# design 1

<file path="src/rtl/touch_pkg.sv">
// Shared definitions for the touch-ADC serial receive path: state encoding,
// conversion width and the frame positions of the first X and Y data bits.
package touch_pkg;

  typedef enum logic [1:0] {
    ST_IDLE = 2'd0,
    ST_RX_X = 2'd1,
    ST_RX_Y = 2'd2
  } rx_state_e;

  localparam int RES_DEF           = 12;
  localparam int X_FIRST_COUNT_DEF = 19;
  localparam int Y_FIRST_COUNT_DEF = 51;

  localparam logic [6:0] FRAME_START_COUNT = 7'd0;

  // COUNT position of data bit k of a word whose MSB lands at first_count
  function automatic logic [7:0] bit_position(input int first_count, input int k);
    return 8'(first_count + 2 * k);
  endfunction

endpackage

</file>
<file path="src/rtl/sync_2ff.sv">
// Two-flop synchronizer for a single asynchronous level input.
module sync_2ff #(
  parameter logic RST_VAL = 1'b1
) (
  input  logic CLK,
  input  logic RST,
  input  logic d,
  output logic q
);

  logic meta;

  // two-stage capture; both stages reset to the idle level of the input
  always_ff @(posedge CLK) begin
    if (RST) begin
      meta <= RST_VAL;
      q    <= RST_VAL;
    end else begin
      meta <= d;
      q    <= meta;
    end
  end

endmodule

</file>
<file path="src/rtl/adc_dout_rx.sv">
// Serial receiver for the touch ADC: captures an X then a Y conversion at
// fixed frame positions and publishes them as a pair.
//
// state   | meaning
// --------+---------------------------------------------------------------
// IDLE    | waiting for a frame start (COUNT=0 tick) with the pen down
// RX_X    | shifting in X bits at X_FIRST_COUNT, +2, ...
// RX_Y    | shifting in Y bits at Y_FIRST_COUNT, +2, ...; publishes on last
module adc_dout_rx import touch_pkg::*; #(
  parameter int X_FIRST_COUNT = X_FIRST_COUNT_DEF,
  parameter int Y_FIRST_COUNT = Y_FIRST_COUNT_DEF,
  parameter int RES           = RES_DEF
) (
  input  logic           CLK,
  input  logic           RST,
  input  logic           ENABLE,
  input  logic [6:0]     COUNT,
  input  logic           ADC_DOUT,
  input  logic           PENIRQ_n,
  output logic [RES-1:0] X_COORD,
  output logic [RES-1:0] Y_COORD,
  output logic           DATA_VALID,
  output logic           PEN_DOWN,
  output logic           FRAME_ERR
);

  localparam int BW = $clog2(RES + 1);

  logic           penirq_s;
  rx_state_e      state;
  logic [BW-1:0]  bit_cnt;
  logic [RES-1:0] shift_q;
  logic [RES-1:0] x_hold;

  logic           frame_start;
  logic           x_hit;
  logic           y_hit;
  logic           last_bit;
  logic [RES-1:0] shift_nxt;

  sync_2ff #(.RST_VAL(1'b1)) u_pen_sync (
    .CLK (CLK),
    .RST (RST),
    .d   (PENIRQ_n),
    .q   (penirq_s)
  );

  assign PEN_DOWN = ~penirq_s;

  // decode the current tick: frame start, and whether COUNT is the slot of the next expected bit
  always_comb begin
    frame_start = ENABLE && (COUNT == FRAME_START_COUNT);
    last_bit    = (int'(bit_cnt) == RES - 1);
    x_hit       = ENABLE && (int'(bit_cnt) < RES) &&
                  ({1'b0, COUNT} == bit_position(X_FIRST_COUNT, int'(bit_cnt)));
    y_hit       = ENABLE && (int'(bit_cnt) < RES) &&
                  ({1'b0, COUNT} == bit_position(Y_FIRST_COUNT, int'(bit_cnt)));
    shift_nxt   = {shift_q[RES-2:0], ADC_DOUT};
  end

  // frame sequencing, bit capture and registered publication/error pulses
  always_ff @(posedge CLK) begin
    if (RST) begin
      state      <= ST_IDLE;
      bit_cnt    <= '0;
      shift_q    <= '0;
      x_hold     <= '0;
      X_COORD    <= '0;
      Y_COORD    <= '0;
      DATA_VALID <= 1'b0;
      FRAME_ERR  <= 1'b0;
    end else begin
      DATA_VALID <= 1'b0;
      FRAME_ERR  <= 1'b0;
      case (state)
        ST_IDLE: begin
          if (frame_start && PEN_DOWN) begin
            state   <= ST_RX_X;
            bit_cnt <= '0;
            shift_q <= '0;
          end
        end
        ST_RX_X, ST_RX_Y: begin
          // pen lift wins over everything: the partial frame is meaningless
          if (!PEN_DOWN) begin
            state     <= ST_IDLE;
            FRAME_ERR <= 1'b1;
          end else if (frame_start) begin
            state     <= ST_RX_X;
            bit_cnt   <= '0;
            shift_q   <= '0;
            FRAME_ERR <= 1'b1;
          end else if (state == ST_RX_X && x_hit) begin
            if (last_bit) begin
              x_hold  <= shift_nxt;
              shift_q <= '0;
              bit_cnt <= '0;
              state   <= ST_RX_Y;
            end else begin
              shift_q <= shift_nxt;
              bit_cnt <= bit_cnt + BW'(1);
            end
          end else if (state == ST_RX_Y && y_hit) begin
            if (last_bit) begin
              X_COORD    <= x_hold;
              Y_COORD    <= shift_nxt;
              DATA_VALID <= 1'b1;
              shift_q    <= '0;
              bit_cnt    <= '0;
              state      <= ST_IDLE;
            end else begin
              shift_q <= shift_nxt;
              bit_cnt <= bit_cnt + BW'(1);
            end
          end
        end
        default: begin
          state   <= ST_IDLE;
          bit_cnt <= '0;
          shift_q <= '0;
        end
      endcase
    end
  end

endmodule
</file>
<file path="config.mk">
export PLATFORM = sky130hd
export DESIGN_NAME = adc_dout_rx
export DESIGN_NICKNAME = d
export VERILOG_FILES = /design/src/rtl/touch_pkg.sv /design/src/rtl/sync_2ff.sv /design/src/rtl/adc_dout_rx.sv
export SDC_FILE = /design/constraint.sdc
export NUM_CORES = 1
export LEC_CHECK = 0
export ABC_AREA = 1
export CAP_MARGIN = 20
export CELL_PAD_IN_SITES_DETAIL_PLACEMENT = 0
export CELL_PAD_IN_SITES_GLOBAL_PLACEMENT = 2
export CORE_MARGIN = 10
export CORE_UTILIZATION = 27
export CTS_CLUSTER_DIAMETER = 200
export DETAILED_ROUTE_END_ITERATION = 6
export GPL_ROUTABILITY_DRIVEN = 0
export PLACE_DENSITY = 0.73
export SLEW_MARGIN = 30
export SYNTH_ARGS = -nofsm -noshare
export SYNTH_HDL_FRONTEND = slang
export SYNTH_HIERARCHICAL = 1
export SYNTH_SLANG_ARGS = --single-unit
</file>
<file path="constraint.sdc">
create_clock -name CLK -period 1.8 [get_ports CLK]
set_input_delay 0.36 -clock CLK [delete_from_list [all_inputs] [get_ports CLK]]
set_output_delay 0.36 -clock CLK [all_outputs]
set_load 0.02 [all_outputs]
</file>
# design 2

## src/rtl/agc_sequencer.sv

```systemverilog
// agc_sequencer: Wishbone initiator that runs the AGC loop (tick, poll, read, calc, write, apply).
// Define AGC_SEQ_OFFSET_EN to include the gt/lt offset loop; the default build adjusts scale only.
module agc_sequencer #(
  parameter logic [21:0] BASE_ADDR       = 22'h0,
  parameter logic [23:0] SQ_TARGET       = 24'd4194304,
  parameter logic [23:0] SQ_HYST         = 24'd262144,
  parameter logic [16:0] SCALE_STEP      = 17'd256,
  parameter logic [16:0] SCALE_INIT      = 17'h10000,
  parameter logic [7:0]  OFFSET_INIT     = 8'h00,
  parameter logic [20:0] OFFSET_DEADBAND = 21'd64,
  parameter logic [15:0] POLL_LIMIT      = 16'd1024
) (
  input  logic        wb_clk_i,
  input  logic        wb_rstn_i,
  input  logic        start_i,
  input  logic        continuous_i,
  output logic        busy_o,
  output logic        done_o,
  output logic        err_o,
  output logic [16:0] scale_o,
  output logic [7:0]  offset_o,
  output logic [23:0] sq_o,
  output logic        wb_cyc_o,
  output logic        wb_stb_o,
  output logic        wb_we_o,
  output logic [21:0] wb_adr_o,
  output logic [31:0] wb_dat_o,
  output logic [3:0]  wb_sel_o,
  input  logic [31:0] wb_dat_i,
  input  logic        wb_ack_i,
  input  logic        wb_err_i,
  input  logic        wb_rty_i
);
  typedef enum logic [3:0] {
    S_IDLE, S_TICK, S_POLL, S_RD_SQ, S_RD_GT, S_RD_LT,
    S_CALC, S_WR_SCALE, S_WR_OFF, S_WR_CTRL, S_DONE
  } state_t;

  localparam logic [24:0] SQ_HI = {1'b0, SQ_TARGET} + {1'b0, SQ_HYST};
  localparam logic [24:0] SQ_LO = (SQ_HYST > SQ_TARGET) ? 25'd0 : ({1'b0, SQ_TARGET} - {1'b0, SQ_HYST});
`ifdef AGC_SEQ_OFFSET_EN
  localparam logic [31:0] CTRL_APPLY = 32'h0000_0700;
`else
  localparam logic [31:0] CTRL_APPLY = 32'h0000_0500;
`endif

  state_t      r_state;
  logic        r_cyc, r_we, r_busy, r_done, r_err, r_first;
  logic [21:0] r_adr;
  logic [31:0] r_dat;
  logic [15:0] r_poll_cnt;
  logic [23:0] r_sq;
  logic [16:0] r_scale, r_scale_nxt;
  logic        w_bus_err, w_we, w_unused_ok;
  logic [21:0] w_adr;
  logic [31:0] w_dat;
  logic [17:0] w_scale_sum;
  logic [16:0] w_scale_calc;

  assign w_bus_err   = wb_err_i | wb_rty_i;
  assign w_unused_ok = ^wb_dat_i[31:24];

  assign busy_o   = r_busy;
  assign done_o   = r_done;
  assign err_o    = r_err;
  assign scale_o  = r_scale;
  assign sq_o     = r_sq;
  assign wb_cyc_o = r_cyc;
  assign wb_stb_o = r_cyc;
  assign wb_we_o  = r_we;
  assign wb_adr_o = r_adr;
  assign wb_dat_o = r_dat;
  assign wb_sel_o = 4'hF;

`ifdef AGC_SEQ_OFFSET_EN
  localparam logic signed [21:0] DEADBAND_S = $signed({1'b0, OFFSET_DEADBAND});
  logic [20:0]        r_gt, r_lt;
  logic [7:0]         r_offset, r_off_nxt, w_off_calc;
  logic signed [21:0] w_diff;

  assign offset_o = r_offset;

  // Offset walks opposite to the gt/lt imbalance and saturates at -128/+127.
  always_comb begin
    w_diff     = $signed({1'b0, r_gt}) - $signed({1'b0, r_lt});
    w_off_calc = r_offset;
    if (w_diff > DEADBAND_S && r_offset != 8'h80)
      w_off_calc = r_offset - 8'd1;
    else if (w_diff < -DEADBAND_S && r_offset != 8'h7F)
      w_off_calc = r_offset + 8'd1;
  end
`else
  assign offset_o = OFFSET_INIT;
`endif

  always_comb begin
    w_scale_sum  = {1'b0, r_scale} + {1'b0, SCALE_STEP};
    w_scale_calc = r_scale;
    if ({1'b0, r_sq} > SQ_HI)
      w_scale_calc = (r_scale > SCALE_STEP) ? (r_scale - SCALE_STEP) : 17'd0;
    else if ({1'b0, r_sq} < SQ_LO)
      w_scale_calc = w_scale_sum[17] ? 17'h1FFFF : w_scale_sum[16:0];
  end

  always_comb begin
    w_we  = 1'b0;
    w_adr = BASE_ADDR;
    w_dat = 32'd0;
    case (r_state)
      S_TICK:     begin w_we = 1'b1; w_dat = 32'h1; end
      S_RD_SQ:    w_adr = BASE_ADDR + 22'h04;
      S_RD_GT:    w_adr = BASE_ADDR + 22'h08;
      S_RD_LT:    w_adr = BASE_ADDR + 22'h0C;
      S_WR_SCALE: begin w_we = 1'b1; w_adr = BASE_ADDR + 22'h10; w_dat = {15'd0, r_scale_nxt}; end
`ifdef AGC_SEQ_OFFSET_EN
      S_WR_OFF:   begin w_we = 1'b1; w_adr = BASE_ADDR + 22'h14; w_dat = {24'd0, r_off_nxt}; end
`endif
      S_WR_CTRL:  begin w_we = 1'b1; w_dat = CTRL_APPLY; end
      default:    ;
    endcase
  end

  always_ff @(posedge wb_clk_i or negedge wb_rstn_i) begin
    if (!wb_rstn_i) begin
      r_state     <= S_IDLE;
      r_cyc       <= 1'b0;
      r_we        <= 1'b0;
      r_adr       <= '0;
      r_dat       <= '0;
      r_busy      <= 1'b0;
      r_done      <= 1'b0;
      r_err       <= 1'b0;
      r_first     <= 1'b1;
      r_poll_cnt  <= '0;
      r_sq        <= '0;
      r_scale     <= SCALE_INIT;
      r_scale_nxt <= SCALE_INIT;
`ifdef AGC_SEQ_OFFSET_EN
      r_gt        <= '0;
      r_lt        <= '0;
      r_offset    <= OFFSET_INIT;
      r_off_nxt   <= OFFSET_INIT;
`endif
    end else begin
      r_done <= 1'b0;
      case (r_state)
        S_IDLE: if (start_i) begin
          r_err   <= 1'b0;
          r_busy  <= 1'b1;
          r_state <= S_TICK;
        end
        S_CALC: begin
          r_first     <= 1'b0;
          r_scale_nxt <= r_first ? SCALE_INIT : w_scale_calc;
`ifdef AGC_SEQ_OFFSET_EN
          r_off_nxt   <= r_first ? OFFSET_INIT : w_off_calc;
`endif
          r_state     <= S_WR_SCALE;
        end
        S_DONE: if (continuous_i) r_state <= S_TICK;
        else begin
          r_busy  <= 1'b0;
          r_state <= S_IDLE;
        end
        default: begin
          // First cycle of every bus state is idle; the request is issued on the next.
          if (!r_cyc) begin
            r_cyc <= 1'b1;
            r_we  <= w_we;
            r_adr <= w_adr;
            r_dat <= w_dat;
          end else if (w_bus_err) begin
            r_cyc   <= 1'b0;
            r_we    <= 1'b0;
            r_err   <= 1'b1;
            r_busy  <= 1'b0;
            r_state <= S_IDLE;
          end else if (wb_ack_i) begin
            r_cyc <= 1'b0;
            r_we  <= 1'b0;
            case (r_state)
              S_TICK: begin
                r_poll_cnt <= POLL_LIMIT;
                r_state    <= S_POLL;
              end
              S_POLL: begin
                if (wb_dat_i[1]) r_state <= S_RD_SQ;
                else if (r_poll_cnt <= 16'd1) begin
                  r_err   <= 1'b1;
                  r_busy  <= 1'b0;
                  r_state <= S_IDLE;
                end else r_poll_cnt <= r_poll_cnt - 16'd1;
              end
              S_RD_SQ: begin
                r_sq <= wb_dat_i[23:0];
`ifdef AGC_SEQ_OFFSET_EN
                r_state <= S_RD_GT;
`else
                r_state <= S_CALC;
`endif
              end
`ifdef AGC_SEQ_OFFSET_EN
              S_RD_GT: begin r_gt <= wb_dat_i[20:0]; r_state <= S_RD_LT; end
              S_RD_LT: begin r_lt <= wb_dat_i[20:0]; r_state <= S_CALC; end
              S_WR_OFF: begin r_offset <= r_off_nxt; r_state <= S_WR_CTRL; end
`endif
              S_WR_SCALE: begin
                r_scale <= r_scale_nxt;
`ifdef AGC_SEQ_OFFSET_EN
                r_state <= S_WR_OFF;
`else
                r_state <= S_WR_CTRL;
`endif
              end
              S_WR_CTRL: begin r_done <= 1'b1; r_state <= S_DONE; end
              default: r_state <= S_IDLE;
            endcase
          end
        end
      endcase
    end
  end
endmodule

```

## config.mk

```make
export PLATFORM = sky130hd
export DESIGN_NAME = agc_sequencer
export DESIGN_NICKNAME = d
export VERILOG_FILES = /design/src/rtl/agc_sequencer.sv
export SDC_FILE = /design/constraint.sdc
export NUM_CORES = 1
export LEC_CHECK = 0
export CAP_MARGIN = 40
export CORE_MARGIN = 8
export CORE_UTILIZATION = 53
export DETAILED_ROUTE_END_ITERATION = 10
export PLACE_DENSITY = 0.95
export SLEW_MARGIN = 25
export SYNTH_ARGS = -nofsm -noshare
export SYNTH_HDL_FRONTEND = slang
export SYNTH_SLANG_ARGS = --single-unit
```

## constraint.sdc

```tcl
create_clock -name wb_clk_i -period 5.7 [get_ports wb_clk_i]
set_input_delay 1.14 -clock wb_clk_i [delete_from_list [all_inputs] [get_ports wb_clk_i]]
set_output_delay 1.14 -clock wb_clk_i [all_outputs]
set_load 0.03 [all_outputs]
```

# design 3

`config.mk`:
```
export PLATFORM = sky130hd
export DESIGN_NAME = uart_tx_buffer
export DESIGN_NICKNAME = d
export VERILOG_FILES = /design/src/rtl/uart_tx_buffer.sv
export SDC_FILE = /design/constraint.sdc
export NUM_CORES = 1
export LEC_CHECK = 0
export CAP_MARGIN = 20
export CORE_MARGIN = 2
export CORE_UTILIZATION = 38
export CTS_CLUSTER_DIAMETER = 50
export DETAILED_ROUTE_END_ITERATION = 8
export PLACE_DENSITY_LB_ADDON = 0.25
export SKIP_CTS_REPAIR_TIMING = 1
export SYNTH_ARGS = -nofsm -noshare
export SYNTH_HDL_FRONTEND = slang
export SYNTH_SLANG_ARGS = --single-unit
```
`constraint.sdc`:
```
create_clock -name clk_sys -period 3 [get_ports clk_sys]
set_input_delay 0.6 -clock clk_sys [delete_from_list [all_inputs] [get_ports clk_sys]]
set_output_delay 0.6 -clock clk_sys [all_outputs]
set_load 0.01 [all_outputs]
```
`src/rtl/uart_tx_buffer.sv`:
```
// uart_tx_buffer
//   CPU-bus slave that queues console bytes and feeds them to the uart
//   transmitter one at a time, so software never polls uart busy.
//
//   Optional feature macro: UART_TX_BUFFER_CRLF_EN
//     When defined, a queued LF (8'h0A) goes out on the line as CR then LF.
//
// Ports
//   clk_sys          in   system clock
//   reset_n          in   synchronous, active-low reset
//   bus_valid_i      in   CPU access request
//   bus_addr_i       in   [31:0] byte address
//   bus_wdata_i      in   [31:0] write data (byte in [7:0])
//   bus_wstrb_i      in   [3:0] byte strobes, 0 = read
//   bus_sel_o        out  address decodes to this block (combinational)
//   bus_ready_o      out  one-cycle access-complete pulse
//   bus_rdata_o      out  [31:0] read data, zero unless bus_ready_o
//   uart_wr_strobe_o out  one-cycle byte-load pulse to the uart
//   uart_data_o      out  [7:0] byte presented to the uart
//   uart_busy_i      in   uart is transmitting
//
// Status word: {16'd0, count[7:0], 5'd0, drain_active, full, empty}
// DEPTH must be a power of two (pointers wrap by overflow).

module uart_tx_buffer #(
  parameter int unsigned DEPTH       = 16,
  parameter logic [31:0] ADDR_DATA   = 32'h0000_1000,
  parameter logic [31:0] ADDR_STATUS = 32'h0000_1008
) (
  input  logic        clk_sys,
  input  logic        reset_n,
  input  logic        bus_valid_i,
  input  logic [31:0] bus_addr_i,
  input  logic [31:0] bus_wdata_i,
  input  logic [3:0]  bus_wstrb_i,
  output logic        bus_sel_o,
  output logic        bus_ready_o,
  output logic [31:0] bus_rdata_o,
  output logic        uart_wr_strobe_o,
  output logic [7:0]  uart_data_o,
  input  logic        uart_busy_i
);

  localparam int unsigned AW = (DEPTH > 1) ? $clog2(DEPTH) : 1;
  localparam int unsigned CW = AW + 1;

  typedef enum logic [1:0] {
    S_IDLE,
    S_STROBE,
    S_GUARD,
    S_WAIT
  } state_t;

  state_t state, state_nxt;

  logic [7:0]    mem [DEPTH];
  logic [AW-1:0] wr_ptr, rd_ptr;
  logic [CW-1:0] count;
  logic [8:0]    count_ext;
  logic          full, empty;
  logic          push, pop;

  logic          sel_data, sel_status;
  logic          respond, ready_set;
  logic          ready_q;
  logic [31:0]   rdata_q;
  logic [31:0]   status_word;
  logic [7:0]    data_q;
  logic          drain_active;

  // Upper write-data bits carry nothing for a byte register.
  logic          unused_wdata_hi;
  assign unused_wdata_hi = ^bus_wdata_i[31:8];

`ifdef UART_TX_BUFFER_CRLF_EN
  logic          lf_pending;
  logic          lf_send;
`endif

  // ---------------------------------------------------------------- decode
  assign sel_data   = (bus_addr_i == ADDR_DATA);
  assign sel_status = (bus_addr_i == ADDR_STATUS);
  assign bus_sel_o  = sel_data | sel_status;

  // Gating on ready_q keeps ready from pulsing on back-to-back cycles.
  assign respond = bus_valid_i & bus_sel_o & ~ready_q;

  // Status accesses and data reads always complete; data writes wait for room.
  assign ready_set = respond & (sel_status | ~(|bus_wstrb_i) | ~full);
  assign push      = respond & sel_data & (|bus_wstrb_i) & ~full;

  assign full      = (count == CW'(DEPTH));
  assign empty     = (count == '0);
  assign count_ext = 9'(count);

  assign drain_active = (state != S_IDLE);
  assign status_word  = {16'd0, count_ext[7:0], 5'd0, drain_active, full, empty};

  assign bus_ready_o      = ready_q;
  assign bus_rdata_o      = rdata_q;
  assign uart_wr_strobe_o = (state == S_STROBE);
  assign uart_data_o      = data_q;

  // ------------------------------------------------------------- drain FSM
  always_ff @(posedge clk_sys) begin
    if (!reset_n) begin
      state <= S_IDLE;
    end else begin
      state <= state_nxt;
    end
  end

  always_comb begin
    state_nxt = state;
    pop       = 1'b0;
`ifdef UART_TX_BUFFER_CRLF_EN
    lf_send   = 1'b0;
`endif
    case (state)
      S_IDLE: begin
        if (!empty && !uart_busy_i) begin
          pop       = 1'b1;
          state_nxt = S_STROBE;
        end
      end
      S_STROBE: state_nxt = S_GUARD;
      S_GUARD:  state_nxt = S_WAIT;
      S_WAIT: begin
        if (!uart_busy_i) begin
`ifdef UART_TX_BUFFER_CRLF_EN
          // CR already sent: loop straight back for the LF without
          // returning to IDLE, so drain_active stays high across both.
          if (lf_pending) begin
            lf_send   = 1'b1;
            state_nxt = S_STROBE;
          end else begin
            state_nxt = S_IDLE;
          end
`else
          state_nxt = S_IDLE;
`endif
        end
      end
      default: state_nxt = S_IDLE;
    endcase
  end

  // ----------------------------------------------------- FIFO + bus datapath
  always_ff @(posedge clk_sys) begin
    if (push) begin
      mem[wr_ptr] <= bus_wdata_i[7:0];
    end
  end

  always_ff @(posedge clk_sys) begin
    if (!reset_n) begin
      wr_ptr  <= '0;
      rd_ptr  <= '0;
      count   <= '0;
      data_q  <= '0;
      ready_q <= 1'b0;
      rdata_q <= '0;
`ifdef UART_TX_BUFFER_CRLF_EN
      lf_pending <= 1'b0;
`endif
    end else begin
      ready_q <= ready_set;
      rdata_q <= (respond && sel_status) ? status_word : '0;

      if (push) begin
        wr_ptr <= wr_ptr + 1'b1;
      end

      if (pop) begin
        rd_ptr <= rd_ptr + 1'b1;
`ifdef UART_TX_BUFFER_CRLF_EN
        if (mem[rd_ptr] == 8'h0A) begin
          data_q     <= 8'h0D;
          lf_pending <= 1'b1;
        end else begin
          data_q <= mem[rd_ptr];
        end
`else
        data_q <= mem[rd_ptr];
`endif
      end

`ifdef UART_TX_BUFFER_CRLF_EN
      if (lf_send) begin
        data_q     <= 8'h0A;
        lf_pending <= 1'b0;
      end
`endif

      case ({push, pop})
        2'b10:   count <= count + 1'b1;
        2'b01:   count <= count - 1'b1;
        default: count <= count;
      endcase
    end
  end

endmodule

```
Fig. 1: design 1, routing congestion
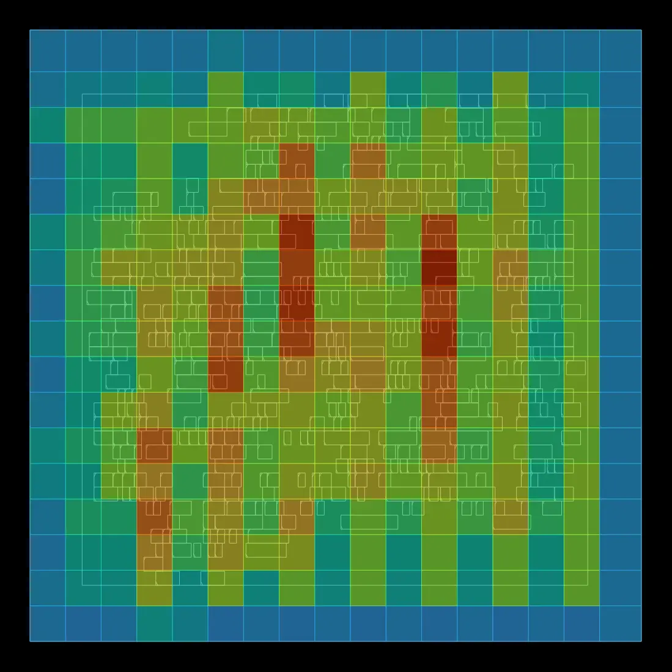
Routed WL per cell: 12.2 µm
met3 Track Usage GR: 3.62%
final core utilization: 44.6%

==> reports/metrics.csv, design 1 <==
metric,value,unit
tool_warnings,31,
clockNetworkAreaShare,5.29,%
antenna_found_initial,0,
routed_via_density,4.41,
setup_slack,-0.0394,ns
r2r_cells,11,
critPathKind,reg -> out,
wirelength,7310,µm
setup_viol,33,
status,finished with violations,
worstPathArrival,1.48,ns
failed_checks,negative setup slack,
grt_pass1_wl,12200,µm
power_density,706,nW/µm²
die_h,119,µm
clock_tree.htree_level_count,3,
cpMaxStageDelayCell,clkdlybuf4s50_1,
worstHoldStart,u_pen_sync/meta,
design 1: how the worst max path moves through the flow:
| stage | slack, ns | from | cells after the start | endpoint |
|---|---|---|---|---|
| finish | -0.04 | u_pen_sync/q | 2 | PEN_DOWN |
| global placement | -0.50 | ENABLE | 9 | bit_cnt[1] |
| global route | -0.15 | bit_cnt[0] | 10 | x_hold[10] |
| floorplan | 0.04 | bit_cnt[1] | 12 | bit_cnt[1] |
| CTS | -0.04 | bit_cnt[1] | 13 | shift_q[10] |
| detailed placement | -0.52 | ENABLE | 10 | bit_cnt[2] |
design 1: sequential cells by signal, indices dropped and copies added, names as in the netlist:
name / count
Y_COORD: 12
u_pen_sync/q: 1
x_hold: 12
bit_cnt: 4
DATA_VALID: 1
X_COORD: 12
state: 2
u_pen_sync/meta: 1
shift_q: 11
FRAME_ERR: 1
design 1: power by group:
part	switching (mW)	internal (mW)
Combinational	0.160	0.132
Sequential	0.0168	1.28
Clock	0.536	0.815
Total	0.712	2.23
design 1: per-layer routing:
metal | global-route usage [%] | share of wire, %
met1 | 12.4 | 46
met2 | 16.9 | 47
met3 | 3.62 | 6.0
met4 | 3.21 | 0.75
met5 | 0 | 0
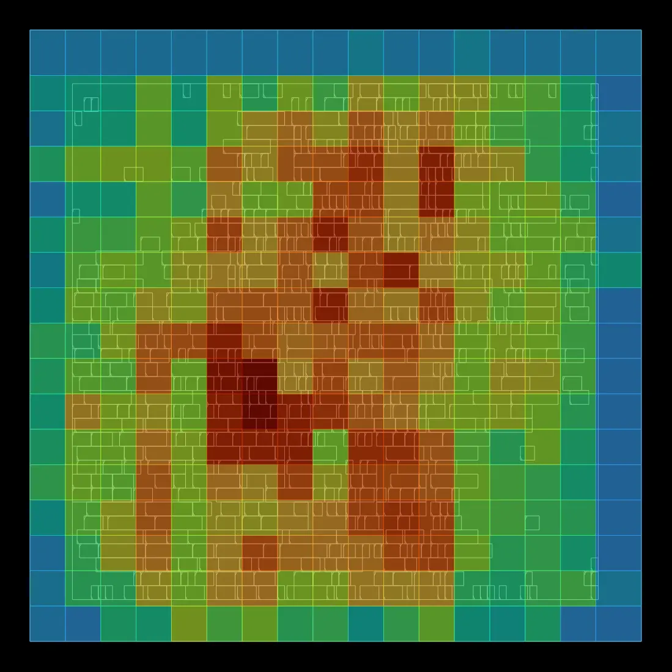
Fig. 2. Routing congestion (design 2).
Routed WL per cell: 17.2 µm
GR peak layer: met2
GRT Total Usage: 19.3%
met2 Use GR: 33.0%

==> reports/metrics.csv, design 2 <==
metric,value,unit
status,"complete, no violations",
critPathRequiredTime,5.95,ns
drive_gt1_share,11.5,%
cts_buffers,9,
ctsResizeCount,0,
clkTransAtPathRegs,0.11,ns
cpMaxStageDelayCell,a2111o_1,
r2r-end,r_poll_cnt[12],
p_comb_share,45.4,%
grt_pass1_wl,23100,µm
switchingPower,1.26,mW
tool_warnings,37,
core-area,10300,µm²
cts_buffer_depth,2,
fmax,307,MHz
critPathKind,in -> reg,
ys_sh_adder,1.11,%
rr_startpoint,r_state[1],
finalNetCount,710,
pg_clk,0.504,mW
r2r_setup_slack,2.59,ns
hold_ws,0.494,ns
-- design 2: state kept, by name (all words and copies together) (netlist names), 3 cells and up --
| name | count |
|---|---|
| scale_o | 17 |
| sq_o | 24 |
| r_scale_nxt | 17 |
| wb_dat_o | 17 |
| r_poll_cnt | 16 |
| wb_adr_o | 3 |
| r_state | 4 |
-- design 2: area by class of cell --
type | count | share of cell area [%]
Clock buffer | 9 | 1.85
Clock inverter | 7 | 1.45
Inverter | 13 | 0.727
Multi-Input combinational cell | 438 | 39.5
Sequential cell | 104 | 38.8
Tap cell | 136 | 2.54
Timing Repair Buffer | 100 | 15.1
-- design 2: worst reg2reg max path, cell delays in order (launching register included) --
cell and delay [ns]:
dfrtp_1 0.80, nor2b_1 0.51, nand2_1 0.40, nor4_4 0.83, nand4b_1 0.22, xor2_1 0.17, nor2_1 0.06
-- design 2: metal layers --
layer  vias to the layer above  share of wire, %  track usage (%)
met5                         -                 0                0
met4                         0               1.7             5.53
met3                        27               9.2             5.48
met2                       223                49             33.0
met1                      2224                40             23.3
li1                       2096                 -                -
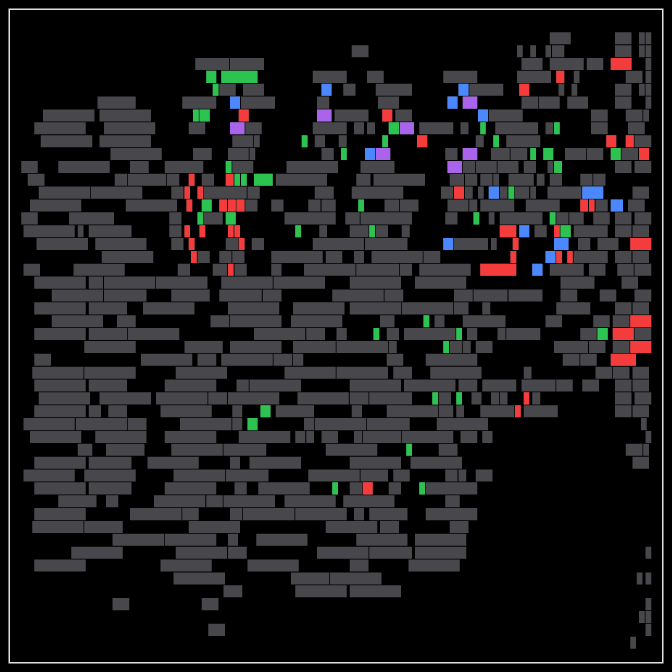
Fig. 3. Gate families picked out (design 3).
Purple stands for XOR/XNOR gates, cells 7, most used xor2_1. Blue stands for AND and OR gates, cells 14, most used and2_1. Red stands for NOR gates, cells 43, most used nor2_1. Green stands for NAND gates, cells 42, most used nand2_1.
final non-filler cell total: 790
fraction of area in multi-input gates: 24.7%
Commonest Layout Cell: edfxtp_1

==> reports/metrics.csv, design 3 <==
metric,value,unit
final-nonclk-buf-share,11.2,%
die-area,19000,µm²
antenna_found_initial,0,
most_common_cell,edfxtp_1,
fmax,356,MHz
tap_cells,225,
yosysChipArea,6810,µm²
ff_count,160,
status,"complete, no violations",
die-width,138,µm
yosys.area.top_type,edfxtp_1,
logic_area,2080,µm²
maxPowerGroup,registers,
regMostFlops,mem,
routed_via_density,5.03,
hold_end,count[4],
clk_latency,0.43,ns
r2r-end,count[4],
leakage,2.86,nW
crit_fanout,4,
worstPathArrival,3.16,ns
min_period,2.81,ns
[design 3: critical path, cell delays in order]
cell and delay [ns]:
clkdlybuf4s50_1 0.44, nor4_2 0.28, nand4_1 0.18, and4bb_1 0.34, inv_1 0.06, ha_2 0.21, ha_1 0.29, nor2b_1 0.13
o21ai_1 0.14, a21oi_1 0.10, nor3_2 0.20, mux2i_1 0.19
[design 3: cell families after synthesis]
kind of cell | synth area share [%]
other cells | 0.0550
fa+ha+maj | 2.86
buf+inv | 5.47
xor+xnor | 0.900
simple gates | 8.04
compound gates | 5.53
mux | 11.3
flops | 65.8
[design 3: per-stage QoR]
step | setup TNS [ns] | std cells | setup slack, ns | cell area (µm²) | hold slack [ns]
2_1_floorplan | 0 | 478 | 0.149 | 6900 | 0.462
3_3_place_gp | -0.744 | 757 | -0.365 | 7780 | 0.486
3_5_place_dp | -0.984 | 757 | -0.408 | 7780 | 0.507
4_1_cts | -0.0398 | 789 | -0.0398 | 8370 | 0.514
5_1_grt | 0 | 790 | 0.00680 | 8420 | 0.521
6_report | 0 | 790 | 0.193 | 8420 | 0.507

==> screenshots <==
Placement by cell class.
(a)
The bar under the picture is 20 µm long.
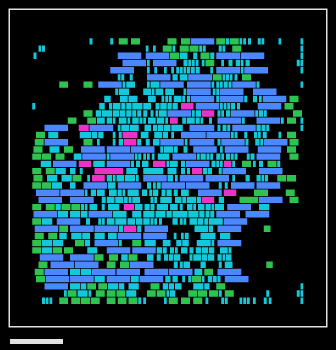
(b)
The bar under the picture is 20 µm long.
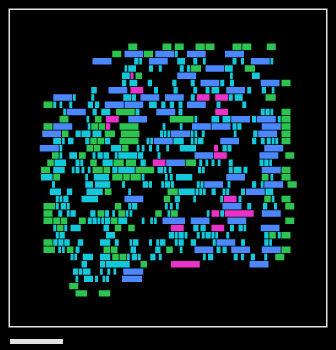
(c)
The bar under the picture is 50 µm long.
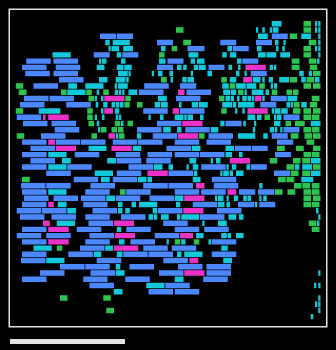
- fewest sequential cells: (b)
- fewest cells: (b)
- design 2 = (a)
- design 3 = (c)
- design 1 = (b)



==> screenshots <==
Register map, names as in the netlist.
shot_01.png
The bar under the picture is 20 µm long.
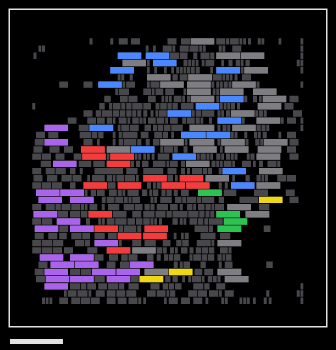
shot_02.png
The bar under the picture is 20 µm long.
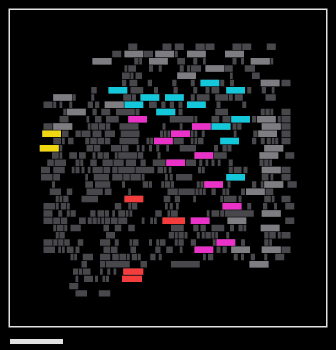
shot_03.png
The bar under the picture is 50 µm long.
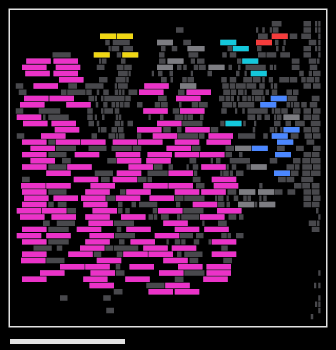
design 3: shot_03.png
design 2: shot_01.png
design 1: shot_02.png

Key to shot_02.png:
Magenta stands for shift_q, sequential cells 11, where middle. Red stands for bit_cnt, sequential cells 4, where bottom middle. Cyan stands for x_hold, sequential cells 12. Yellow stands for state, sequential cells 2.
Another 28 sequential cells are not colored.

Power is estimated from default activity; no workload was simulated.
